=== latch_reader ===
**latch_reader: signal wires on met3**

Scale bar: 20 microns.
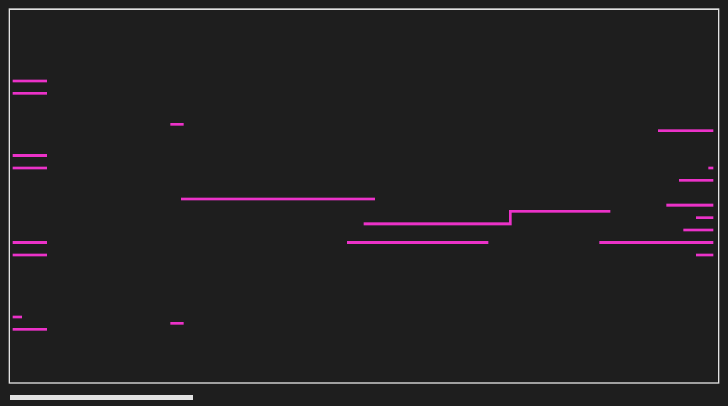

`src/rtl/latch_reader.sv`:
```
// Read-back for the SR-latch bit-cell array: sync, snapshot, serialise.
// Reports the snapshot's all-zero flag and population count.
module latch_reader #(
  parameter int N = 8
) (
  input  logic                     clk,
  input  logic                     reset,
  input  logic [N-1:0]             q,
  input  logic                     start,
  input  logic                     ready,
  output logic                     dout,
  output logic                     valid,
  output logic                     last,
  output logic                     busy,
  output logic                     done,
  output logic                     is0,
  output logic [$clog2(N+1)-1:0]   ones
);

  localparam int IW = $clog2(N);
  localparam int OW = $clog2(N+1);

  localparam logic [1:0] IDLE  = 2'd0;
  localparam logic [1:0] SHIFT = 2'd1;
  localparam logic [1:0] DONE  = 2'd2;

  localparam logic [IW-1:0] LAST_IDX = IW'(N-1);

  logic [1:0]    state;
  logic [N-1:0]  q_s1;
  logic [N-1:0]  q_s2;
  logic [N-1:0]  snap;
  logic [IW-1:0] idx;
  logic [OW-1:0] pop;

  always_comb begin
    pop = '0;
    for (int i = 0; i < N; i++) begin
      pop = pop + OW'(q_s2[i]);
    end
  end

  // Outputs decode straight from state so reset clears them on one edge
  assign valid = (state == SHIFT);
  assign busy  = (state != IDLE);
  assign done  = (state == DONE);
  assign last  = valid && (idx == LAST_IDX);
  assign dout  = valid && snap[idx];

  always_ff @(posedge clk) begin
    if (reset) begin
      state <= IDLE;
      q_s1  <= '0;
      q_s2  <= '0;
      snap  <= '0;
      idx   <= '0;
      is0   <= 1'b0;
      ones  <= '0;
    end else begin
      q_s1 <= q;
      q_s2 <= q_s1;
      case (state)
        IDLE: begin
          if (start) begin
            snap  <= q_s2;
            idx   <= '0;
            is0   <= (q_s2 == '0);
            ones  <= pop;
            state <= SHIFT;
          end
        end
        SHIFT: begin
          if (ready) begin
            if (idx == LAST_IDX) begin
              state <= DONE;
            end else begin
              idx <= idx + 1'b1;
            end
          end
        end
        DONE: begin
          state <= IDLE;
        end
        default: begin
          state <= IDLE;
        end
      endcase
    end
  end

endmodule

```
`config.mk`:
```
export PLATFORM = sky130hd
export DESIGN_NAME = latch_reader
export DESIGN_NICKNAME = d
export VERILOG_FILES = /design/src/rtl/latch_reader.sv
export SDC_FILE = /design/constraint.sdc
export NUM_CORES = 1
export LEC_CHECK = 0
export CORE_ASPECT_RATIO = 0.5
export CORE_MARGIN = 2
export CORE_UTILIZATION = 52
export DETAILED_ROUTE_END_ITERATION = 10
export HOLD_SLACK_MARGIN = 0.08
export PLACE_DENSITY = 0.78
export SYNTH_ARGS = -nofsm -noshare
export SYNTH_HDL_FRONTEND = slang
export SYNTH_SLANG_ARGS = --single-unit
```
`constraint.sdc`:
```
create_clock -name clk -period 3.5 [get_ports clk]
set_input_delay 0.7 -clock clk [delete_from_list [all_inputs] [get_ports clk]]
set_output_delay 0.7 -clock clk [all_outputs]
set_load 0.01 [all_outputs]
```
=== mem_access_ctrl ===
--- src/rtl/mem_access_ctrl.sv ---
// mem_access_ctrl: memory-side responder for the MEM pipeline stage.
//
// This block takes the MEM-stage latch contents and turns word loads and
// stores into req/ack bus transactions. The bus may insert any number of
// wait states. While an access is outstanding, the block stalls the
// pipeline. Each retired instruction produces a one-cycle registered
// writeback bundle. Misaligned, conflicting (load and store) and timed-out
// accesses raise a one-cycle error pulse.
//
// Ports:
//   clk, reset        rising-edge clock, asynchronous active-low reset
//   enable            MEM-stage instruction valid
//   load, store       word load / word store
//   write_reg         instruction writes the register file
//   reg_address       destination register
//   reg_data          ALU result, forwarded for non-memory instructions
//   mem_address       byte address of the access
//   mem_data          store data
//   bus_rdata/bus_ack read data and single-cycle completion from the bus
//   bus_req/bus_we    request (held until ack or abort) and write strobe
//   bus_addr/bus_wdata registered word address and write data
//   stall             combinational hold for the MEM latch and upstream
//   wb_*              registered writeback bundle, valid for one cycle
//   err_valid/err_code/err_addr  error pulse; code and address hold
module mem_access_ctrl #(
  parameter int TIMEOUT = 255,
  parameter int CNT_W   = 8
) (
  input  logic        clk,
  input  logic        reset,
  input  logic        enable,
  input  logic        load,
  input  logic        store,
  input  logic        write_reg,
  input  logic [4:0]  reg_address,
  input  logic [31:0] reg_data,
  input  logic [31:0] mem_address,
  input  logic [31:0] mem_data,
  input  logic [31:0] bus_rdata,
  input  logic        bus_ack,
  output logic        bus_req,
  output logic        bus_we,
  output logic [31:0] bus_addr,
  output logic [31:0] bus_wdata,
  output logic        stall,
  output logic        wb_valid,
  output logic        wb_write_reg,
  output logic [4:0]  wb_reg_address,
  output logic [31:0] wb_reg_data,
  output logic        err_valid,
  output logic [1:0]  err_code,
  output logic [31:0] err_addr
);

  typedef enum logic [1:0] {
    IDLE   = 2'd0,
    ACCESS = 2'd1,
    RESP   = 2'd2
  } state_t;

  // Last ACCESS cycle that may still wait for an ack.
  localparam logic [CNT_W-1:0] CNT_LAST = CNT_W'(TIMEOUT - 1);

  state_t           state;
  logic [CNT_W-1:0] counter;
  logic             lat_write_reg;
  logic [4:0]       lat_reg_address;
  logic             memreq;
  logic             legal;

  always_comb begin
    memreq = enable & (load | store);
    legal  = (mem_address[1:0] == 2'b00) & ~(load & store);
    stall  = ((state == IDLE) & memreq & legal) | (state == ACCESS);
  end

  always_ff @(posedge clk or negedge reset) begin
    if (!reset) begin
      state           <= IDLE;
      counter         <= '0;
      lat_write_reg   <= 1'b0;
      lat_reg_address <= '0;
      bus_req         <= 1'b0;
      bus_we          <= 1'b0;
      bus_addr        <= '0;
      bus_wdata       <= '0;
      wb_valid        <= 1'b0;
      wb_write_reg    <= 1'b0;
      wb_reg_address  <= '0;
      wb_reg_data     <= '0;
      err_valid       <= 1'b0;
      err_code        <= '0;
      err_addr        <= '0;
    end else begin
      case (state)
        IDLE: begin
          wb_valid  <= 1'b0;
          err_valid <= 1'b0;
          if (enable) begin
            if (!(load | store)) begin
              // ALU result passes straight through to writeback.
              wb_valid       <= 1'b1;
              wb_write_reg   <= write_reg;
              wb_reg_address <= reg_address;
              wb_reg_data    <= reg_data;
            end else if (legal) begin
              state           <= ACCESS;
              counter         <= '0;
              bus_req         <= 1'b1;
              bus_we          <= store;
              bus_addr        <= {mem_address[31:2], 2'b00};
              bus_wdata       <= mem_data;
              lat_write_reg   <= write_reg;
              lat_reg_address <= reg_address;
            end else begin
              // Illegal access retires immediately, with no bus cycle.
              // A load/store conflict outranks misalignment.
              err_valid    <= 1'b1;
              err_addr     <= mem_address;
              err_code     <= (load & store) ? 2'b10 : 2'b01;
              wb_valid     <= 1'b1;
              wb_write_reg <= 1'b0;
            end
          end
        end

        ACCESS: begin
          // An ack in the final allowed cycle still beats the timeout.
          if (bus_ack) begin
            state          <= RESP;
            bus_req        <= 1'b0;
            wb_valid       <= 1'b1;
            wb_reg_address <= lat_reg_address;
            wb_write_reg   <= bus_we ? 1'b0 : lat_write_reg;
            wb_reg_data    <= bus_we ? 32'd0 : bus_rdata;
          end else if (counter == CNT_LAST) begin
            state        <= RESP;
            bus_req      <= 1'b0;
            err_valid    <= 1'b1;
            err_code     <= 2'b11;
            // A legal access is word aligned, so bus_addr equals mem_address.
            err_addr     <= bus_addr;
            wb_valid     <= 1'b1;
            wb_write_reg <= 1'b0;
          end else begin
            counter <= counter + 1'b1;
          end
        end

        RESP: begin
          // The MEM latch advances at this edge. The inputs still show
          // the retiring instruction and must not be re-issued.
          state     <= IDLE;
          wb_valid  <= 1'b0;
          err_valid <= 1'b0;
        end

        default: begin
          state <= IDLE;
        end
      endcase
    end
  end

endmodule

--- config.mk ---
export PLATFORM = sky130hd
export DESIGN_NAME = mem_access_ctrl
export DESIGN_NICKNAME = d
export VERILOG_FILES = /design/src/rtl/mem_access_ctrl.sv
export SDC_FILE = /design/constraint.sdc
export NUM_CORES = 1
export LEC_CHECK = 0
export CAP_MARGIN = 30
export CORE_MARGIN = 3
export CORE_UTILIZATION = 47
export DETAILED_ROUTE_END_ITERATION = 16
export PLACE_DENSITY = 0.82
export SYNTH_ARGS = -nofsm -noshare
export SYNTH_HDL_FRONTEND = slang
export SYNTH_SLANG_ARGS = --single-unit
--- constraint.sdc ---
create_clock -name clk -period 5.45 [get_ports clk]
set_clock_uncertainty 0.15 [all_clocks]
set_input_delay 1.3625 -clock clk [delete_from_list [all_inputs] [get_ports clk]]
set_output_delay 1.3625 -clock clk [all_outputs]
set_load 0.01 [all_outputs]
=== counter_sequencer ===
===== src/rtl/counter_sequencer.sv =====
// counter_sequencer: run controller with a built-in WIDTH-bit up-counter.
// It sequences start/stop/pause, holds a programmable terminal count, and
// supports one-shot and periodic (auto-reload) runs.
//
// Ports:
//   clk     system clock, rising edge
//   rst     asynchronous reset, active-low
//   start   1-cycle request: latch period/mode, clear count, begin run
//   stop    abort request, returns to IDLE
//   pause   level; freezes the count while in RUN/HOLD
//   mode    0 = one-shot, 1 = periodic; sampled with start
//   period  terminal count value; sampled with start
//   count   current counter value (registered)
//   state   IDLE=00, RUN=01, HOLD=10, DONE=11
//   busy    high in RUN or HOLD
//   tick    terminal-count strobe, one cycle per period
//   done    registered one-cycle pulse on entry to DONE
module counter_sequencer #(
    parameter int unsigned WIDTH = 4
) (
    input  logic             clk,
    input  logic             rst,
    input  logic             start,
    input  logic             stop,
    input  logic             pause,
    input  logic             mode,
    input  logic [WIDTH-1:0] period,
    output logic [WIDTH-1:0] count,
    output logic [1:0]       state,
    output logic             busy,
    output logic             tick,
    output logic             done
);

    typedef enum logic [1:0] {
        StIdle = 2'b00,
        StRun  = 2'b01,
        StHold = 2'b10,
        StDone = 2'b11
    } state_e;

    state_e           state_q, state_d;
    logic [WIDTH-1:0] count_q, count_d;
    logic [WIDTH-1:0] period_q, period_d;
    logic             mode_q, mode_d;
    logic             done_q, done_d;
    logic             at_term;

    assign at_term = (count_q == period_q);

    always_comb begin
        state_d  = state_q;
        count_d  = count_q;
        period_d = period_q;
        mode_d   = mode_q;
        case (state_q)
            StIdle, StDone: begin
                // stop > pause > start; a zero period request is ignored
                if (stop) begin
                    state_d = StIdle;
                    count_d = '0;
                end else if (!pause && start && (period != '0)) begin
                    period_d = period;
                    mode_d   = mode;
                    count_d  = '0;
                    state_d  = StRun;
                end
            end
            StRun: begin
                if (stop) begin
                    state_d = StIdle;
                    count_d = '0;
                end else if (pause) begin
                    // entering HOLD at terminal defers the tick until resume
                    state_d = StHold;
                end else if (at_term) begin
                    if (mode_q) begin
                        count_d = '0;
                    end else begin
                        state_d = StDone;
                    end
                end else begin
                    count_d = count_q + 1'b1;
                end
            end
            StHold: begin
                if (stop) begin
                    state_d = StIdle;
                    count_d = '0;
                end else if (!pause) begin
                    state_d = StRun;
                end
            end
            default: state_d = StIdle;
        endcase
        done_d = (state_d == StDone) && (state_q != StDone);
    end

    always_ff @(posedge clk or negedge rst) begin
        if (!rst) begin
            state_q  <= StIdle;
            count_q  <= '0;
            period_q <= '0;
            mode_q   <= 1'b0;
            done_q   <= 1'b0;
        end else begin
            state_q  <= state_d;
            count_q  <= count_d;
            period_q <= period_d;
            mode_q   <= mode_d;
            done_q   <= done_d;
        end
    end

    assign count = count_q;
    assign state = state_q;
    assign busy  = (state_q == StRun) || (state_q == StHold);
    assign tick  = (state_q == StRun) && at_term && !pause && !stop;
    assign done  = done_q;

endmodule

===== config.mk =====
export PLATFORM = sky130hd
export DESIGN_NAME = counter_sequencer
export DESIGN_NICKNAME = d
export VERILOG_FILES = /design/src/rtl/counter_sequencer.sv
export SDC_FILE = /design/constraint.sdc
export NUM_CORES = 1
export LEC_CHECK = 0
export CORE_UTILIZATION = 40
export CTS_BUF_LIST = sky130_fd_sc_hd__clkbuf_2 sky130_fd_sc_hd__clkbuf_4 sky130_fd_sc_hd__clkbuf_8
export CTS_CLUSTER_SIZE = 14
export DETAILED_ROUTE_END_ITERATION = 16
export PLACE_DENSITY = 0.69
export SYNTH_ARGS = -nofsm -noshare
export SYNTH_HDL_FRONTEND = slang
export SYNTH_SLANG_ARGS = --single-unit

===== constraint.sdc =====
create_clock -name clk -period 2.1 [get_ports clk]
set_input_delay 0.21 -clock clk [delete_from_list [all_inputs] [get_ports clk]]
set_output_delay 0.21 -clock clk [all_outputs]
set_load 0.02 [all_outputs]

=== sig_packer ===
## src/rtl/sig_packer.sv

```systemverilog
// sig_packer: packs a valid/ready byte stream into 3-byte frames for sub1.
// Ports: clk, rst_n (async low); in_valid/in_ready/in_data/in_last byte input;
//   sig_a frame strobe, sig_b seq no, sig_c packed bytes, sig_d reversed bytes,
//   err drop pulse, err_cnt saturating drop count.
// Option: define SIG_PACKER_PARITY_EN for 4-byte frames with a trailing
//   parity byte (b0^b1^b2) checked in a CHK state.
module sig_packer #(
  parameter int TIMEOUT_CYC = 255,
  parameter int ERR_W       = 8
) (
  input  logic                clk,
  input  logic                rst_n,
  input  logic                in_valid,
  output logic                in_ready,
  input  logic [7:0]          in_data,
  input  logic                in_last,
  output logic                sig_a,
  output logic [1:0]          sig_b,
  output logic [0:2][7:0]     sig_c,
  output logic [7:0]          sig_d [3],
  output logic                err,
  output logic [ERR_W-1:0]    err_cnt
);

  localparam int CW =
    (TIMEOUT_CYC < 2) ? 1 : $clog2(TIMEOUT_CYC + 1);
  localparam bit TO_EN = (TIMEOUT_CYC > 0);
  localparam int TO_M1 = TO_EN ? TIMEOUT_CYC - 1 : 0;

`ifdef SIG_PACKER_PARITY_EN
  typedef enum logic [2:0] {
    S_IDLE  = 3'd0,
    S_ACC1  = 3'd1,
    S_ACC2  = 3'd2,
    S_CHK   = 3'd3,
    S_EMIT  = 3'd4,
    S_DRAIN = 3'd5
  } state_t;
`else
  typedef enum logic [2:0] {
    S_IDLE  = 3'd0,
    S_ACC1  = 3'd1,
    S_ACC2  = 3'd2,
    S_EMIT  = 3'd4,
    S_DRAIN = 3'd5
  } state_t;
`endif

  state_t          r_state;
  logic            r_ready;
  logic [CW-1:0]   r_idle;
  logic [7:0]      r_b0;
  logic [7:0]      r_b1;

  state_t          w_nxt;
  logic            w_acc;
  logic            w_timed;
  logic            w_to;
  logic            w_drop;
  logic            w_emit;
  logic [0:2][7:0] w_frame;

`ifdef SIG_PACKER_PARITY_EN
  logic [7:0]      r_b2;
  logic            w_par_ok;

  assign w_frame  = {r_b0, r_b1, r_b2};
  assign w_par_ok = (in_data == (r_b0 ^ r_b1 ^ r_b2));
  assign w_timed  = (r_state == S_ACC1) ||
                    (r_state == S_ACC2) ||
                    (r_state == S_CHK);
`else
  // Last byte is taken straight from the bus on the emitting edge.
  assign w_frame  = {r_b0, r_b1, in_data};
  assign w_timed  = (r_state == S_ACC1) ||
                    (r_state == S_ACC2);
`endif

  assign in_ready = r_ready;
  assign w_acc    = in_valid && r_ready;

  // Fires on the edge where the idle count would reach TIMEOUT_CYC;
  // an accept on the same edge takes priority.
  assign w_to = TO_EN && w_timed && !w_acc &&
                (r_idle == CW'(TO_M1));

  always_comb begin
    w_nxt  = r_state;
    w_drop = 1'b0;
    w_emit = 1'b0;
    unique case (r_state)
      S_IDLE: begin
        if (w_acc) begin
          if (in_last) w_drop = 1'b1;
          else         w_nxt  = S_ACC1;
        end
      end
      S_ACC1: begin
        if (w_acc) begin
          if (in_last) begin
            w_drop = 1'b1;
            w_nxt  = S_IDLE;
          end else begin
            w_nxt  = S_ACC2;
          end
        end else if (w_to) begin
          w_drop = 1'b1;
          w_nxt  = S_IDLE;
        end
      end
`ifdef SIG_PACKER_PARITY_EN
      S_ACC2: begin
        if (w_acc) begin
          if (in_last) begin
            w_drop = 1'b1;
            w_nxt  = S_IDLE;
          end else begin
            w_nxt  = S_CHK;
          end
        end else if (w_to) begin
          w_drop = 1'b1;
          w_nxt  = S_IDLE;
        end
      end
      S_CHK: begin
        if (w_acc) begin
          if (in_last && w_par_ok) begin
            w_emit = 1'b1;
            w_nxt  = S_EMIT;
          end else if (in_last) begin
            w_drop = 1'b1;
            w_nxt  = S_IDLE;
          end else begin
            w_drop = 1'b1;
            w_nxt  = S_DRAIN;
          end
        end else if (w_to) begin
          w_drop = 1'b1;
          w_nxt  = S_IDLE;
        end
      end
`else
      S_ACC2: begin
        if (w_acc) begin
          if (in_last) begin
            w_emit = 1'b1;
            w_nxt  = S_EMIT;
          end else begin
            w_drop = 1'b1;
            w_nxt  = S_DRAIN;
          end
        end else if (w_to) begin
          w_drop = 1'b1;
          w_nxt  = S_IDLE;
        end
      end
`endif
      S_EMIT: begin
        w_nxt = S_IDLE;
      end
      S_DRAIN: begin
        // One error was already counted on entry.
        if (w_acc && in_last) w_nxt = S_IDLE;
      end
      default: begin
        w_nxt = S_IDLE;
      end
    endcase
  end

  always_ff @(posedge clk or negedge rst_n) begin
    if (!rst_n) begin
      r_state <= S_IDLE;
      r_ready <= 1'b0;
      r_idle  <= '0;
      r_b0    <= '0;
      r_b1    <= '0;
`ifdef SIG_PACKER_PARITY_EN
      r_b2    <= '0;
`endif
      sig_a   <= 1'b0;
      sig_b   <= '0;
      sig_c   <= '0;
      for (int i = 0; i < 3; i++) sig_d[i] <= '0;
      err     <= 1'b0;
      err_cnt <= '0;
    end else begin
      r_state <= w_nxt;
      r_ready <= (w_nxt != S_EMIT);
      sig_a   <= 1'b0;
      err     <= 1'b0;

      if (w_timed && !w_acc && !w_to && TO_EN)
        r_idle <= r_idle + 1'b1;
      else
        r_idle <= '0;

      if (w_acc && r_state == S_IDLE) r_b0 <= in_data;
      if (w_acc && r_state == S_ACC1) r_b1 <= in_data;
`ifdef SIG_PACKER_PARITY_EN
      if (w_acc && r_state == S_ACC2) r_b2 <= in_data;
`endif

      if (w_emit) begin
        sig_a <= 1'b1;
        sig_b <= sig_b + 2'd1;
        sig_c <= w_frame;
        for (int i = 0; i < 3; i++)
          sig_d[i] <= w_frame[2-i];
      end

      if (w_drop) begin
        err <= 1'b1;
        if (err_cnt != '1) err_cnt <= err_cnt + 1'b1;
      end
    end
  end

endmodule
```

## config.mk

```make
export PLATFORM = sky130hd
export DESIGN_NAME = sig_packer
export DESIGN_NICKNAME = d
export VERILOG_FILES = /design/src/rtl/sig_packer.sv
export SDC_FILE = /design/constraint.sdc
export NUM_CORES = 1
export LEC_CHECK = 0
export ABC_AREA = 1
export CORE_ASPECT_RATIO = 0.5
export CORE_UTILIZATION = 45
export DETAILED_ROUTE_END_ITERATION = 7
export PLACE_DENSITY = 0.74
export SETUP_SLACK_MARGIN = 0.02
export SLEW_MARGIN = 20
export SYNTH_ARGS = -nofsm -noshare
export SYNTH_HDL_FRONTEND = slang
export SYNTH_SLANG_ARGS = --single-unit
```

## constraint.sdc

```tcl
create_clock -name clk -period 2.7 [get_ports clk]
set_input_delay 0.405 -clock clk [delete_from_list [all_inputs] [get_ports clk]]
set_output_delay 0.405 -clock clk [all_outputs]
set_load 0.05 [all_outputs]
```

**sig_packer: signal wires on met1**

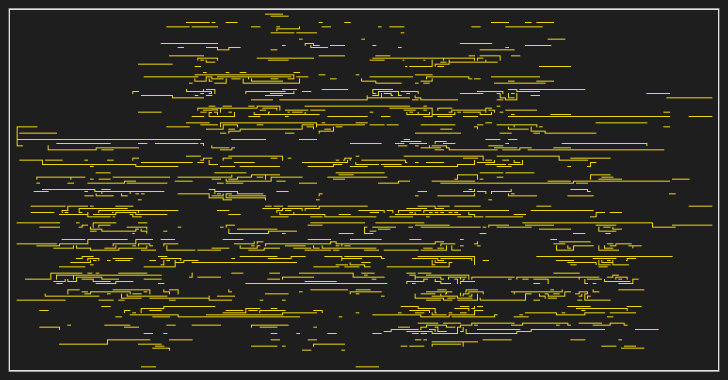
main direction: horizontal
nets with wire on the layer: 355
wire length on this layer: 2,930 microns
share of all routed wire: 47%
longest straight run: 29.9 microns

==> impl_metrics.ini, sig_packer <==
; synthesis and place-and-route metrics
[synth]
area_leaders = dfrtp_1 55%, nand2_1 14%, buf_4 6.5%
top_area_frac = 0.554
ys_sh_aoi = 0.0580
syn_inst = 318
synth_nets = 333
synth-async-reset-ratio = 1.00
yosysCellCount = 318
ff_type = dfrtp_1
ys_seq_frac = 0.554
mux_share = 0
netlist_area_sq_um = 2890

[die]
fp.dieH_microns = 58.7
tapCellCount = 88
fp-utilization = 0.471
ioPinCount = 73
fp.dieW_microns = 115

[finish]
seq-cell-share = 0.416
n_antenna_cell = 0
layout_top_cell = nand2_1
comb_share = 0.254
drive_above_1_share = 0.0849
final_core_utilization = 0.627
comb_area_sq_um = 978
areaGrowthSynthToFinish_pct = 33.1
buf_share = 0.193
largest_class = registers
seq_cells = 64

[sta]
min_period_ns = 2.04
slew_viol_final = 0
fin_tns_setup_ns = 0
finalSetupViolations = 0
rsz0062_at_grt = no
relSlewSlack = 0.353
fin_ws_ns = 0.660
worst-slew-pin-transition_ns = 0.969

[setup_path]
crit_arrival_ns = 1.64
rr_worst_depth = 6
ff2ff_setup_slack_ns = 1.01
critPathCapture = err_cnt[6]
worstReg2RegStart = r_state[2]$_DFF_PN0_

[drt]
drt-total-wl_microns = 6200
via_count = 2264
drtIter0Drc = 101
drt.antenna.violating_nets = 0

[place]
placed_area_sq_um = 3510
port_buffers = 72
dp.cells = 449

[power_and_ir_drop]
ir_drop_v = 0.000703
power_density_nw_per_um2 = 1230
p_leak_nw = 1.81

[flow_run]
maxCapViolations = 0
warning_count = 27

[global_route]
gr-usage-all-layers = 0.204
grt_pass1_vias = 2150
antenna_found_initial = 0
gr-total-overflow = 0

[cts]
clkSinkCount = 64
cts_inserted_buffers = 9
post_cts_buffers = 0
clkLatencyLatePin_ns = 0.33

[worst_hold_path]
hp-class = input port to asynchronous set/reset pin

[outcome]
outcome = finished, final reports clean
-- sig_packer: registers in the layout (all words and copies together) (netlist names), 2 cells and up --
register / flops
sig_d: 24
err_cnt: 8
r_b0: 8
r_b1: 8
r_idle: 8
r_state: 3
sig_b: 2
-- sig_packer: report_power, final --
group	switching [mW]	internal (mW)	total, mW
clock network	0.392	0.884	1.28
registers	0.241	1.23	1.48
logic	1.37	0.624	1.99
total	2.00	2.74	4.74
-- sig_packer: per-layer routing --
layer	up-vias	wire length, microns	GRT usage
met5	-	0	0
met4	0	124	0.100
met3	13	186	0.0515
met2	48	2960	0.338
met1	1104	2930	0.256
li1	1099	-	-
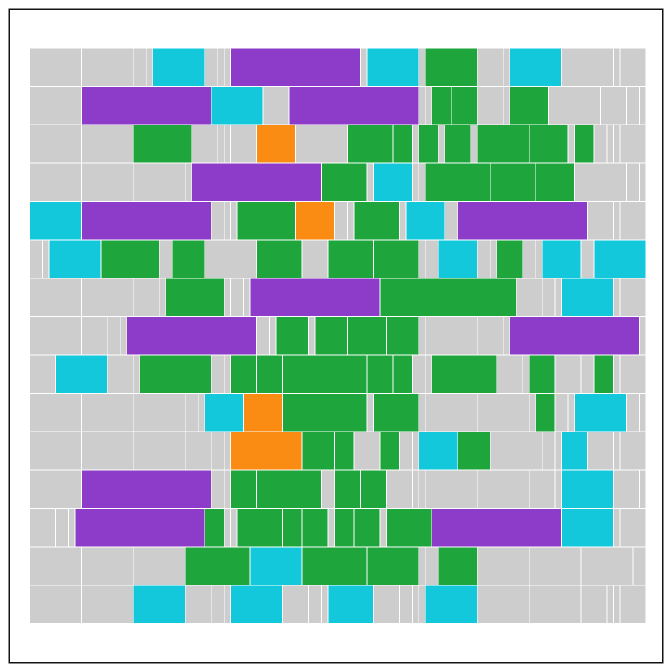
**Above:** counter_sequencer (cells coloured by class).
Fill, decap, tap and diode cells in grey.
legend:
  other buffers and delay cells:
    colour: cyan
    cells: 24
    share_of_their_area: 21%
  clock drivers and dummy loads:
    colour: orange
    cells: 4
    share_of_their_area: 3.5%
  flip-flops:
    colour: purple
    cells: 12
    share_of_their_area: 29%
  all other logic:
    colour: green
    cells: 61
    share_of_their_area: 46%

==> impl_metrics.ini, counter_sequencer <==
; synthesis and place-and-route metrics
[outcome]
outcome = finished, final reports clean

[setup_path]
worstPathMaxFanout = 6
crit_chain = inv_1 -> ha_1 -> inv_1 -> nor2_1 -> a221o_1 -> a211o_1 -> o31ai_1
crit_buf_inv = 2
rr_endpoint = done$_DFF_PN0_
ff2ff_setup_slack_ns = 0.22
cp.depth = 7

[place]
gp_congestion = 0.800

[sta]
fmax_mhz = 532
fin_tns_setup_ns = 0

[synth]
netlist_area_sq_um = 782
ys_warn_count = 0
synth-edff-count = 0
yosysTopAreaCell = dfrtp_1
syn_inst = 74

[drt]
wl_met2_microns = 777
drt.antenna.violating_nets = 0
drcViolationCount = 0
wl_met3_microns = 43

[cts]
hold_buffers = 0
clockBufferDepth = 2
post_cts_buffers = 0

[finish]
logic_gates = 53
seq_cells = 12
drive_above_1_share = 0.218

[power_and_ir_drop]
top_power_group = sequential cells
p_leak_nw = 0.443
swShare = 0.338

[die]
ioPinCount = 19
fp.dieW_microns = 46.2
core_sq_um = 1780

[global_route]
grt_pass1_wl_microns = 2790
-- counter_sequencer: cells by family (layout without fill, tap and decap cells) --
logic type | Yosys count | after routing | share of synthesized area
compound gates | 18 | 18 | 0.173
xor+xnor | 4 | 4 | 0.0448
buf+inv | 9 | 36 | 0.0528
flops | 12 | 12 | 0.384
simple gates | 21 | 21 | 0.198
fa+ha+maj | 4 | 4 | 0.0640
mux | 6 | 6 | 0.0832
-- counter_sequencer: sequential cells by signal, summed over array words and instances (netlist names) --
register / flops
count: 4
period_q: 4
state: 2
done: 1
mode_q: 1
**latch_reader: signal metal coverage by tile**

Scale bar: 20 microns. 15 x 8 tiles, from dark blue (low) to red (high), scaled to the fullest tile. Values are wire area over tile area, all layers added.
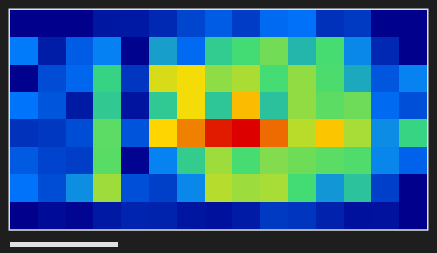
fullest tile: 0.37
tiles over half the peak: 30%
densest ninth of the die: middle
nearly empty tiles: 11%
mean over tiles: 0.12
emptiest ninth of the die: top left

**latch_reader: signal wires on met1**

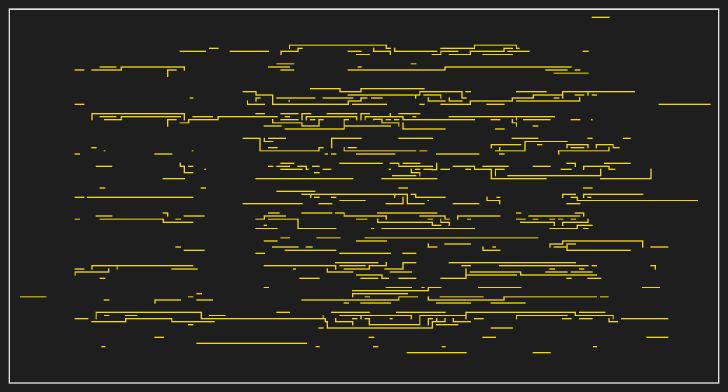
main direction: horizontal
longest straight run: 18.9 microns
share of all routed wire: 49%
via count: 1,014
routing usage on met1: 0.187
WL final: 2310 microns

## Picture notes: 'signal wires on met3' of latch_reader
main direction: horizontal
wire length on this layer: 124 microns

==> impl_metrics.ini, latch_reader <==
; synthesis and place-and-route metrics
[synth]
xor_area_frac = 0.00624
synth-async-reset-ratio = 0
ys_chip_area_sq_um = 1400
synth_nets = 169
top_area_frac = 0.485
netlist_area_sq_um = 1400
ff_type = dfxtp_1
ys_seq_frac = 0.485
ys_warn_count = 0

[cts]
clkSinkCount = 34
clk_pin_slew_worst_paths_ns = 0.07

[place]
dp_hpwl_microns = 1600
port_buffers = 21
placed_area_sq_um = 1650

[finish]
n_antenna_cell = 0
reg.largest.list = q_s1: 8 flops, q_s2: 8 flops, snap: 8 flops
register_area_sq_um = 681
seq_cells = 34
logic_gates = 94
seq-cell-share = 0.380
layout_top_cell = dfxtp_1

[power_and_ir_drop]
comb_power_mw = 0.0823
ir_drop_v = 0.000286
p_seq_mw = 0.412
total_power_mw = 0.934

[die]
fp.dieW_microns = 77.5
tapCellCount = 37

[drt]
drtIter0Drc = 34
wl_met2_microns = 1030

[sta]
hold_viol = 0
finalSetupViolations = 0

[outcome]
outcome = finished, final reports clean

[global_route]
grt_pass1_wl_microns = 3690
busiest_layer = met2
grtUsageMet2 = 0.280

[setup_path]
start_kind = flip-flop
worstPathRequired_ns = 3.72
[latch_reader: final timing paths]
path | from | endpoint | slack (ns) | cells past startpoint
max | q_s2[0]$_SDFF_PP0_ | ones[2]$_SDFFE_PP0P_ | 0.59 | 11
min | q_s1[3]$_SDFF_PP0_ | q_s2[3]$_SDFF_PP0_ | 0.43 | 1
max reg2reg | q_s2[0]$_SDFF_PP0_ | ones[2]$_SDFFE_PP0P_ | 0.59 | 11
min reg2reg | q_s1[3]$_SDFF_PP0_ | q_s2[3]$_SDFF_PP0_ | 0.43 | 1
**mem_access_ctrl: signal wires on met1**

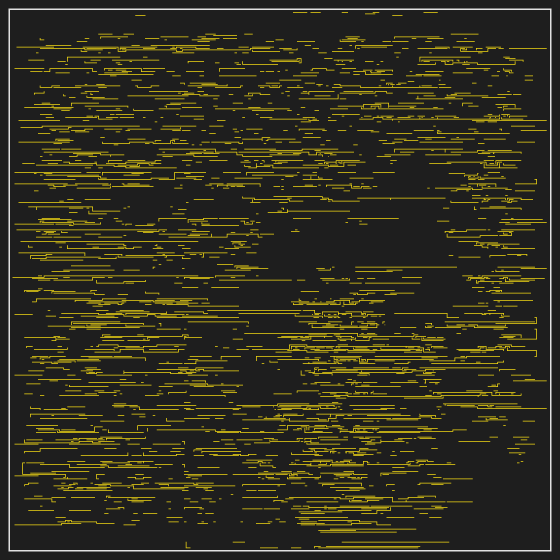
share of all routed wire: 38%
wire length on this layer: 7,740 microns
longest straight run: 41.9 microns

==> impl_metrics.ini, mem_access_ctrl <==
; synthesis and place-and-route metrics
[cts]
post_cts_resized = 0
cts-root-buf = clkbuf_16
hold_buffers = 0
cts_inserted_buffers = 17

[setup_path]
rr_endpoint = wb_reg_data[19]$_DFFE_PN0P_
critPathCapture = stall
crit_arrival_ns = 3.32
slowest_stage = clkdlybuf4s50_1
crit_buf_inv = 2
rr_worst_depth = 8
start_kind = input port
cp-startpoint = store
cp.depth = 5

[outcome]
outcome = finished, final reports clean

[power_and_ir_drop]
ir_drop_v = 0.000374
comb_power_mw = 2.99
total_power_mw = 6.17
switching_power_mw = 2.13
seq_power_share = 0.332

[finish]
stdcell_count = 1024
final_area_sq_um = 10400

[global_route]
antenna_found_initial = 0
gr-usage-all-layers = 0.255
grt_max_degree = 84

[die]
fp-utilization = 0.491
core_sq_um = 14100
fp.dieH_microns = 128

[drt]
wl_per_cell_microns = 20.1
drcViolationCount = 0

[synth]
synth-async-reset-ratio = 1.00
syn_inst = 559
ys_sh_aoi = 0.0999
synth-edff-count = 0
xor_area_frac = 0.00378

[sta]
fin_ws_ns = 0.616
relSlewSlack = 0.439
fmax_mhz = 207
hold_viol = 0
worst-slew-pin-transition_ns = 0.841
mem_access_ctrl: per-layer routing:
layer,routed length [microns],GRT usage,vias up
li1,-,-,2542
met5,0,0,-
met4,595,0.0993,0
met3,1850,0.104,42
met1,7740,0.284,2699
met2,10400,0.438,207
mem_access_ctrl: cell type report:
cell class	instances	area, sq um	area share
clock buffers	21	470	0.0451
clock inverters	11	95.1	0.00911
inverters	28	105	0.0101
multi-input cells	344	2850	0.273
flip-flops and latches	154	3850	0.369
well taps	180	225	0.0216
repair buffers	286	2840	0.272

=== fast_pixel_streamer ===
**fast_pixel_streamer: signal metal coverage by tile**

Scale bar: 20 microns. 15 x 15 tiles, from dark blue (low) to red (high), scaled to the fullest tile. Values are wire area over tile area, all layers added.
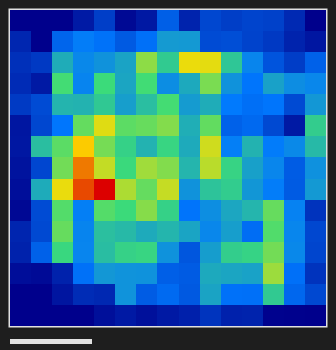

### src/rtl/fast_pixel_streamer_pkg.sv
// Shared defaults and state encoding for the fast pixel streamer.
// Imported by the streamer and its stream interface.
package fast_pkg;

  localparam int unsigned COL_NUM_DEF     = 640;
  localparam int unsigned ROW_NUM_DEF     = 480;
  localparam int unsigned PIXEL_WIDTH_DEF = 8;

  typedef enum logic [1:0] {
    ST_IDLE   = 2'd0,
    ST_STREAM = 2'd1,
    ST_FLUSH  = 2'd2
  } state_t;

endpackage

### src/rtl/fast_pixel_streamer.sv
// DMA pixel stream to window-generator strobe converter with frame tracking.
// Optional post-frame zero drain enabled by macro FAST_STREAM_FLUSH_EN.
module fast_pixel_streamer
  import fast_pkg::*;
#(
  parameter int unsigned COL_NUM     = COL_NUM_DEF,
  parameter int unsigned ROW_NUM     = ROW_NUM_DEF,
  parameter int unsigned PIXEL_WIDTH = PIXEL_WIDTH_DEF,
  parameter int unsigned FLUSH_LEN   = 3 * COL_NUM + 12
) (
  input  logic                   clk,
  input  logic                   rst_n,
  input  logic [PIXEL_WIDTH-1:0] s_tdata,
  input  logic                   s_tvalid,
  output logic                   s_tready,
  input  logic                   s_tuser,
  input  logic                   s_tlast,
  input  logic                   abort,
  output logic [PIXEL_WIDTH-1:0] pix_data,
  output logic                   pix_ce,
  output logic                   busy,
  output logic                   frame_done,
  output logic                   err_line,
  output logic                   err_sof,
  output logic [15:0]            frame_cnt
);

  localparam int unsigned CW = (COL_NUM > 1) ? $clog2(COL_NUM) : 1;
  localparam int unsigned RW = (ROW_NUM > 1) ? $clog2(ROW_NUM) : 1;
  localparam int unsigned FW = (FLUSH_LEN > 1) ? $clog2(FLUSH_LEN) : 1;

  localparam logic [CW-1:0] COL_LAST   = CW'(COL_NUM - 1);
  localparam logic [RW-1:0] ROW_LAST   = RW'(ROW_NUM - 1);
  localparam logic [FW-1:0] FLUSH_LAST = FW'(FLUSH_LEN - 1);

  state_t          state;
  logic [CW-1:0]   col;
  logic [RW-1:0]   row;
  logic [FW-1:0]   flush_cnt;

  logic accept;
  logic take;
  logic at_line_end;
  logic at_frame_end;
  logic at_origin;

  assign s_tready     = (state != ST_FLUSH);
  assign busy         = (state != ST_IDLE);
  assign accept       = s_tvalid & s_tready;
  assign at_line_end  = (col == COL_LAST);
  assign at_frame_end = at_line_end && (row == ROW_LAST);
  assign at_origin    = (col == '0) && (row == '0);

  // A beat is forwarded in STREAM, or in IDLE only when it opens a frame.
  assign take = accept && ((state == ST_STREAM) || ((state == ST_IDLE) && s_tuser));

  always_ff @(posedge clk or negedge rst_n) begin
    if (!rst_n) begin
      state      <= ST_IDLE;
      col        <= '0;
      row        <= '0;
      flush_cnt  <= '0;
      pix_data   <= '0;
      pix_ce     <= 1'b0;
      frame_done <= 1'b0;
      err_line   <= 1'b0;
      err_sof    <= 1'b0;
      frame_cnt  <= '0;
    end else begin
      pix_data   <= '0;
      pix_ce     <= 1'b0;
      frame_done <= 1'b0;

      if (abort) begin
        state     <= ST_IDLE;
        col       <= '0;
        row       <= '0;
        flush_cnt <= '0;
      end else begin
        if (take) begin
          pix_data <= s_tdata;
          pix_ce   <= 1'b1;
          if (s_tlast != at_line_end) begin
            err_line <= 1'b1;
          end
          if (s_tuser && (state == ST_STREAM) && !at_origin) begin
            err_sof <= 1'b1;
          end
          if (at_frame_end) begin
            col <= '0;
            row <= '0;
`ifdef FAST_STREAM_FLUSH_EN
            state     <= ST_FLUSH;
            flush_cnt <= '0;
`else
            state      <= ST_IDLE;
            frame_done <= 1'b1;
            frame_cnt  <= frame_cnt + 16'd1;
`endif
          end else begin
            state <= ST_STREAM;
            if (at_line_end) begin
              col <= '0;
              row <= row + RW'(1);
            end else begin
              col <= col + CW'(1);
            end
          end
        end

        // Only entered when the drain is built in; otherwise this branch is dead logic.
        if (state == ST_FLUSH) begin
          pix_ce <= 1'b1;
          if (flush_cnt == FLUSH_LAST) begin
            frame_done <= 1'b1;
            frame_cnt  <= frame_cnt + 16'd1;
            state      <= ST_IDLE;
            flush_cnt  <= '0;
          end else begin
            flush_cnt <= flush_cnt + FW'(1);
          end
        end
      end
    end
  end

endmodule

### config.mk
export PLATFORM = sky130hd
export DESIGN_NAME = fast_pixel_streamer
export DESIGN_NICKNAME = d
export VERILOG_FILES = /design/src/rtl/fast_pixel_streamer_pkg.sv /design/src/rtl/fast_pixel_streamer.sv
export SDC_FILE = /design/constraint.sdc
export NUM_CORES = 1
export LEC_CHECK = 0
export CAP_MARGIN = 20
export CORE_MARGIN = 2
export CORE_UTILIZATION = 58
export DETAILED_ROUTE_END_ITERATION = 7
export PLACE_DENSITY_LB_ADDON = 0.25
export SLEW_MARGIN = 20
export SYNTH_ARGS = -nofsm -noshare
export SYNTH_HDL_FRONTEND = slang
export SYNTH_SLANG_ARGS = --single-unit
### constraint.sdc
create_clock -name clk -period 5.8 [get_ports clk]
set_input_delay 1.45 -clock clk [delete_from_list [all_inputs] [get_ports clk]]
set_output_delay 1.45 -clock clk [all_outputs]
set_load 0.005 [all_outputs]
=== wr_control_p ===
File: src/rtl/wr_control_p.sv
// Configuration-write sequencer: counts received bytes in a frame, pulses a shift per byte
// and a commit once the frame is complete, with inter-byte timeout and external abort.
module wr_control_p #(
  parameter int NUM_BYTES = 10,
  parameter int CNT_W     = 4,
  parameter int TIMEOUT   = 1000,
  parameter int TO_W      = 10
) (
  input  logic             clk,
  input  logic             rst,
  input  logic             rxrdy,
  input  logic             start_wr,
  input  logic             abort,
  output logic             shift_rxregs,
  output logic             load_confregs,
  output logic             done_wr,
  output logic             err_wr,
  output logic [CNT_W-1:0] byte_cnt,
  output logic             busy,
  output logic [2:0]       wr_leds
);

  typedef enum logic [2:0] {
    S_IDLE  = 3'b000,
    S_SHIFT = 3'b001,
    S_LOAD  = 3'b010,
    S_WAIT  = 3'b011,
    S_ERR   = 3'b100
  } state_e;

  // Comparing the pre-increment count avoids a CNT_W+1 bit adder in the exit test.
  localparam logic [CNT_W-1:0] LAST_CNT = CNT_W'(NUM_BYTES - 1);
  localparam logic [TO_W-1:0]  LAST_TO  = TO_W'(TIMEOUT - 1);

  state_e           state_q, state_d;
  logic [CNT_W-1:0] cnt_q, cnt_d;
  logic [TO_W-1:0]  timer_q, timer_d;
  logic             err_q, err_d;

  // NOTE: state registers use non-blocking assignments so every flop samples pre-edge values.
  always_ff @(posedge clk) begin
    if (rst) begin
      state_q <= S_IDLE;
      cnt_q   <= '0;
      timer_q <= '0;
      err_q   <= 1'b0;
    end else begin
      state_q <= state_d;
      cnt_q   <= cnt_d;
      timer_q <= timer_d;
      err_q   <= err_d;
    end
  end

  // NOTE: every signal gets a default before the case so no path leaves one unassigned (no latches).
  always_comb begin
    state_d = state_q;
    cnt_d   = cnt_q;
    timer_d = timer_q;
    err_d   = err_q;
    case (state_q)
      S_IDLE: begin
        if (rxrdy && start_wr) begin
          state_d = S_SHIFT;
          err_d   = 1'b0;
        end
      end
      S_SHIFT: begin
        cnt_d = cnt_q + CNT_W'(1);
        if (cnt_q == LAST_CNT) begin
          state_d = S_LOAD;
        end else if (abort) begin
          state_d = S_ERR;
        end else if (rxrdy) begin
          state_d = S_SHIFT;
        end else begin
          state_d = S_WAIT;
          timer_d = '0;
        end
      end
      S_WAIT: begin
        // abort outranks a byte, and a byte outranks a coincident timeout
        if (abort) begin
          state_d = S_ERR;
        end else if (rxrdy) begin
          state_d = S_SHIFT;
        end else if (timer_q == LAST_TO) begin
          state_d = S_ERR;
        end else begin
          timer_d = timer_q + TO_W'(1);
        end
      end
      S_LOAD: begin
        cnt_d   = '0;
        state_d = S_IDLE;
      end
      S_ERR: begin
        err_d   = 1'b1;
        cnt_d   = '0;
        state_d = S_IDLE;
      end
      default: begin
        state_d = S_IDLE;
        cnt_d   = '0;
        timer_d = '0;
      end
    endcase
  end

  always_comb begin
    shift_rxregs  = 1'b0;
    load_confregs = 1'b0;
    done_wr       = 1'b0;
    busy          = 1'b1;
    wr_leds       = 3'b111;
    case (state_q)
      S_IDLE: begin
        busy    = 1'b0;
        wr_leds = 3'b001;
      end
      S_SHIFT: begin
        shift_rxregs = 1'b1;
        wr_leds      = 3'b010;
      end
      S_LOAD: begin
        load_confregs = 1'b1;
        done_wr       = 1'b1;
        wr_leds       = 3'b011;
      end
      S_WAIT:  wr_leds = 3'b100;
      S_ERR:   wr_leds = 3'b101;
      default: wr_leds = 3'b111;
    endcase
  end

  assign byte_cnt = cnt_q;
  assign err_wr   = err_q;

endmodule

File: config.mk
export PLATFORM = sky130hd
export DESIGN_NAME = wr_control_p
export DESIGN_NICKNAME = d
export VERILOG_FILES = /design/src/rtl/wr_control_p.sv
export SDC_FILE = /design/constraint.sdc
export NUM_CORES = 1
export LEC_CHECK = 0
export CORE_AREA = 10 10 63 60
export CTS_BUF_LIST = sky130_fd_sc_hd__clkbuf_4
export CTS_CLUSTER_SIZE = 25
export DETAILED_ROUTE_END_ITERATION = 7
export DIE_AREA = 0 0 73 70
export PLACE_DENSITY = 0.8
export SLEW_MARGIN = 20
export SYNTH_ARGS = -nofsm -noshare
export SYNTH_HDL_FRONTEND = slang
export SYNTH_SLANG_ARGS = --single-unit
File: constraint.sdc
create_clock -name clk -period 1.45 [get_ports clk]
set_input_delay 0.29 -clock clk [delete_from_list [all_inputs] [get_ports clk]]
set_output_delay 0.29 -clock clk [all_outputs]
set_load 0.02 [all_outputs]
**fast_pixel_streamer: signal wires on met3**

Scale bar: 20 microns.
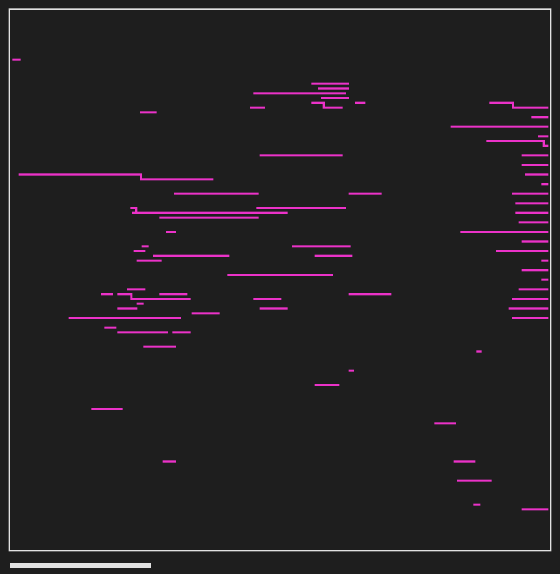
longest straight run: 21.8 microns
wire length on this layer: 388 microns

**fast_pixel_streamer: cells coloured by class**

Fill, decap, tap and diode cells in grey.
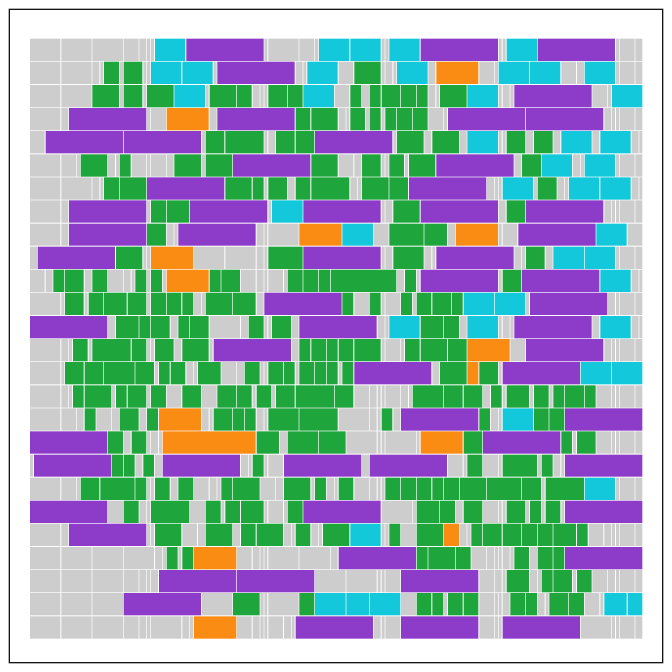
legend:
  flip-flops:
    colour: purple
    cells: 60
    share_of_their_area: 41%
  clock drivers and dummy loads:
    colour: orange
    cells: 14
    share_of_their_area: 5.2%
  other buffers and delay cells:
    colour: cyan
    cells: 45
    share_of_their_area: 12%
  all other logic:
    colour: green
    cells: 243
    share_of_their_area: 41%

About 'signal metal coverage by tile' of fast_pixel_streamer:
emptiest ninth of the die: bottom left
tiles over half the peak: 16%
densest ninth of the die: middle
fullest tile: 0.65
via count: 2,590
GRT Overall Usage: 0.258
Avg WL per Cell: 16.6 microns

==> impl_metrics.ini, fast_pixel_streamer <==
; synthesis and place-and-route metrics
[synth]
yosysCellCount = 315
synth.distinct_cells = 54
mux_share = 0.0110
netlist_area_sq_um = 3070
area_leaders = dfrtp_1 49%, xnor2_1 4.8%, nand3_1 4.4%
synthTopLogicFamily = simple AND/OR/NAND/NOR gates
ys_sh_aoi = 0.0859
ff_type = dfrtp_1

[finish]
final_area_sq_um = 3720
seq-cell-share = 0.404
stdcell_count = 432
largest_reg_flops = 16
n_fill_cell = 397
buffers = 45
register_area_sq_um = 1500
n_antenna_cell = 0
clock_buffers = 12

[setup_path]
start_kind = input port
rr_worst_depth = 4
worst_setup_path_end_kind = flip-flop
worstReg2RegStart = state[1]$_DFF_PN0_
crit_chain = clkdlybuf4s50_1 -> buf_4 -> nor3_1 -> a32o_2 -> mux2_2
rr_endpoint = frame_cnt[1]$_DFFE_PN0N_
slowest_stage = nor3_1

[worst_hold_path]
holdPathEnd = err_line$_DFFE_PN0P_
hp-class = flip-flop to flip-flop
hold_depth = 1

[cts]
cts_inserted_buffers = 9
hold_buffers = 0
clkSinkCount = 60
clockBufferDepth = 2

[drt]
drt.antenna.violating_nets = 0
firstDrtPassIters = 5
vias_per_cell = 6.00
wl_met2_microns = 3480
wl_met1_microns = 3140

[place]
dp_hpwl_microns = 4910
dp.cells = 418
gp_congestion = 0.951
placed_area_sq_um = 3530

[power_and_ir_drop]
powerClk_mw = 0.370
top_power_group = sequential cells
ir_drop_v = 0.000192

[sta]
rsz0062_at_grt = no
finClkSkew_ns = 0.00410

[die]
chipArea_sq_um = 5890
rows = 26
fp-utilization = 0.601

[global_route]
grt_max_degree = 61
met3_usage = 0.0482

[outcome]
outcome = finished, final reports clean
[fast_pixel_streamer: worst max-delay path by stage]
| stage | endpoint | cells after the start |
|---|---|---|
| final | frame_cnt[1]$_DFFE_PN0N_ | 5 |
| after global routing | frame_cnt[1]$_DFFE_PN0N_ | 5 |
| after CTS | frame_cnt[1]$_DFFE_PN0N_ | 5 |
| after detailed placement | frame_cnt[1]$_DFFE_PN0N_ | 5 |
| after global placement | frame_cnt[1]$_DFFE_PN0N_ | 5 |
| after floorplan | row[4]$_DFFE_PN0P_ | 5 |
**wr_control_p: signal wires on met3**

Scale bar: 20 microns.
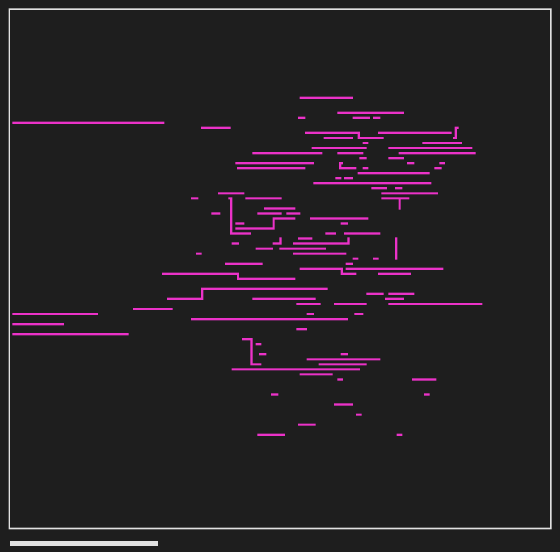
nets with wire on the layer: 62
share of all routed wire: 8.0%
longest straight run: 20.9 microns
main direction: horizontal

==> impl_metrics.ini, wr_control_p <==
; synthesis and place-and-route metrics
[die]
chipArea_sq_um = 5110
ioPinCount = 17
tapCellCount = 30

[cts]
post_cts_buffers = 14
cts-root-buf = clkbuf_4
clockBufferDepth = 2
cts_tree = yes

[worst_hold_path]
hp-class = input port to flip-flop
holdPathEnd = state_q[2]$_SDFFE_PP0P_
hold_path.startpoint = abort

[synth]
synth-async-reset-ratio = 0
ys_seq_frac = 0.291
synth_nets = 157
synth.distinct_cells = 47
ys_warn_count = 0
ys.flops = 18
netlist_area_sq_um = 1240
synthAdderAreaFrac = 0.0303
ys_sh_aoi = 0.244
synthTopLogicFamily = simple AND/OR/NAND/NOR gates
synth-edff-count = 0
syn_avg_cell_area_sq_um = 8.32
yosysCellCount = 149

[sta]
rsz0062_at_grt = yes
fin_ws_ns = -0.146
slew_viol_final = 0
worst_hold_slack_ns = 0.507
finalSetupViolations = 19
fin_crit_sh = 1.10

[finish]
nNetsFinal = 226
n_antenna_cell = 0
logic_gates = 112
clock_buffers = 3
inverters_excl_clock = 7
final_core_utilization = 0.837
comb_share = 0.471

[outcome]
violations = setup timing
outcome = finished with violations

[setup_path]
worst_setup_path_end_kind = flip-flop
ff2ff_setup_slack_ns = -0.15
rr_worst_depth = 6
worstPathMaxFanout = 6
worstSetupPathType = flip-flop to flip-flop
worstPathRequired_ns = 1.68
start_kind = flip-flop

[power_and_ir_drop]
swShare = 0.324
seq_power_share = 0.466
p_leak_nw = 0.929
total_power_mw = 1.10
clkPwrFrac = 0.257
powerClk_mw = 0.282
comb_power_mw = 0.303

[place]
port_buffers = 16
dp.cells = 223
dp_hpwl_microns = 2960

[global_route]
gr-usage-all-layers = 0.187
grt_pass1_vias = 1498
gr-total-overflow = 0
met1_usage = 0.229

[drt]
via_count = 1652
wl_met2_microns = 2980
[wr_control_p: sequential cells by signal (all words and copies together), names as in the netlist]
name      count
byte_cnt      4
err_wr        1
state_q       3
timer_q      10
[wr_control_p: critical path, cell delays in order, from the launching register on]
cell and delay [ns]:
dfxtp_4 0.37, inv_4 0.05, ha_4 0.13, nand3b_4 0.10, o311ai_4 0.47, o21ai_1 0.18, a21oi_1 0.21

==> layout pictures side by side <==
Signal wires on met1.
(a)
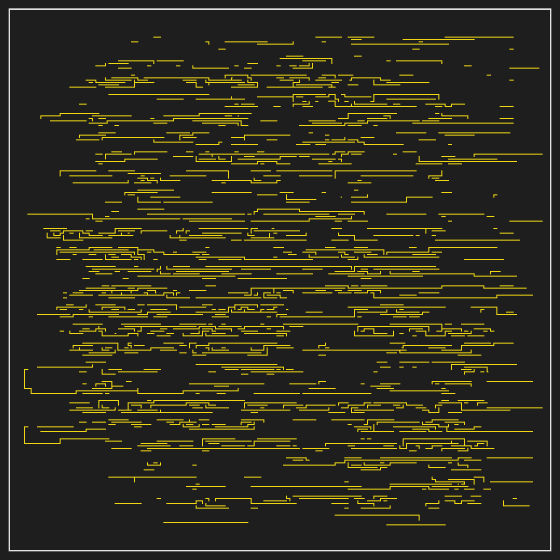
(b)
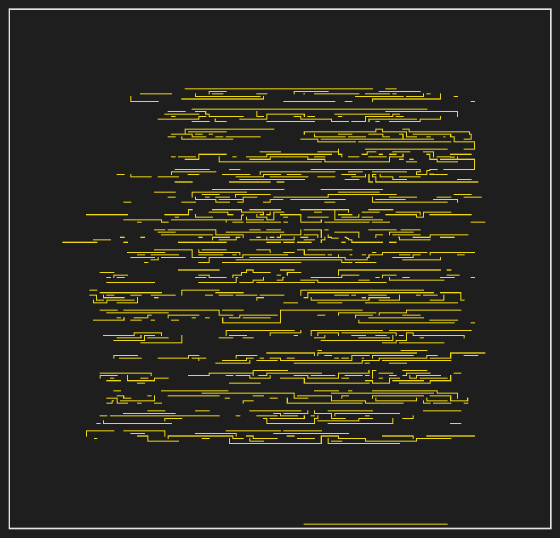
- wr_control_p = (b)
- fast_pixel_streamer = (a)



## Gallery

Cells coloured by class.
Fill, decap, tap and diode cells in grey.
picture 1
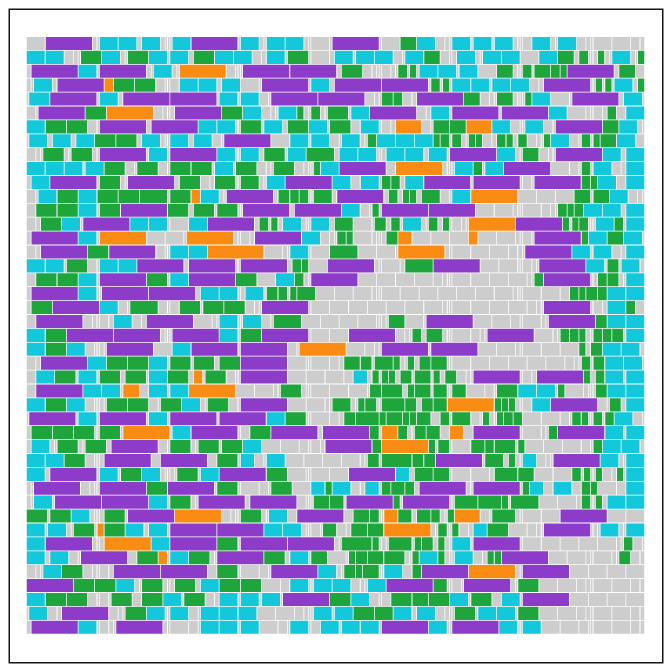
picture 2
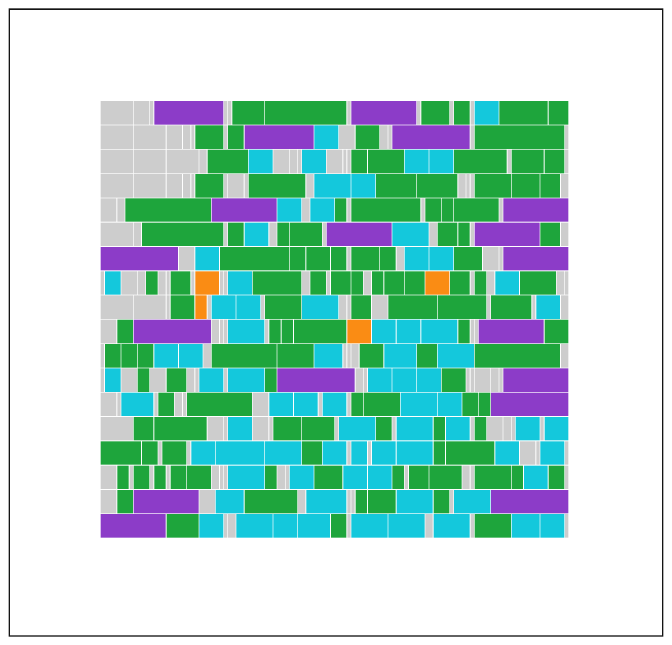
picture 3
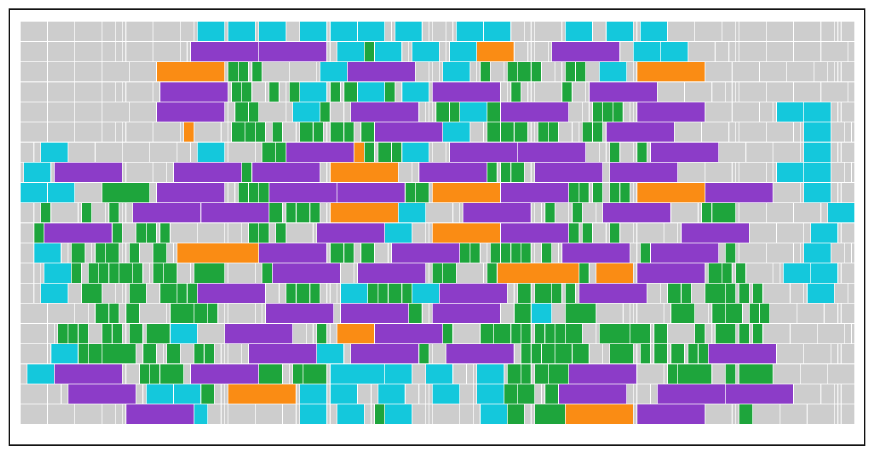
picture 4
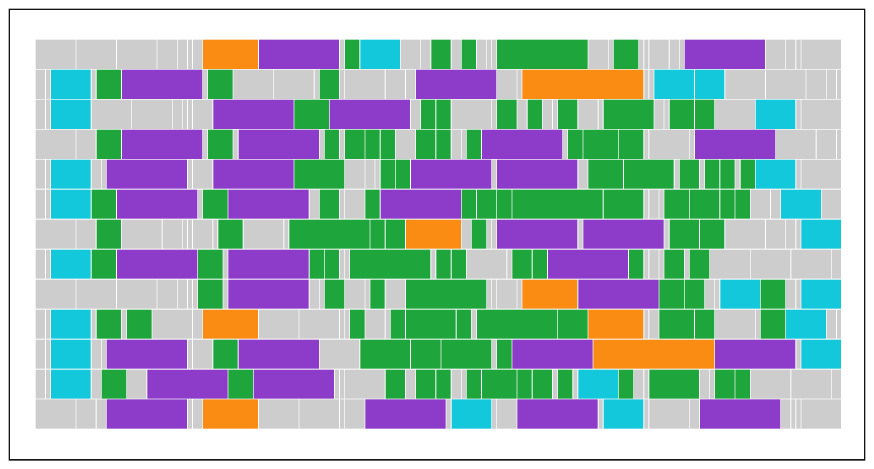
| picture | from |
|---|---|
| picture 2 | wr_control_p |
| picture 1 | mem_access_ctrl |
| picture 3 | sig_packer |
| picture 4 | latch_reader |
Of these, fewest cells: picture 4
Of these, fewest sequential cells: picture 2

Key to picture 4:
legend:
  clock drivers and dummy loads:
    colour: orange
    cells: 8
    share_of_their_area: 8.2%
  other buffers and delay cells:
    colour: cyan
    cells: 22
    share_of_their_area: 12%
  flip-flops:
    colour: purple
    cells: 34
    share_of_their_area: 39%
  all other logic:
    colour: green
    cells: 108
    share_of_their_area: 40%

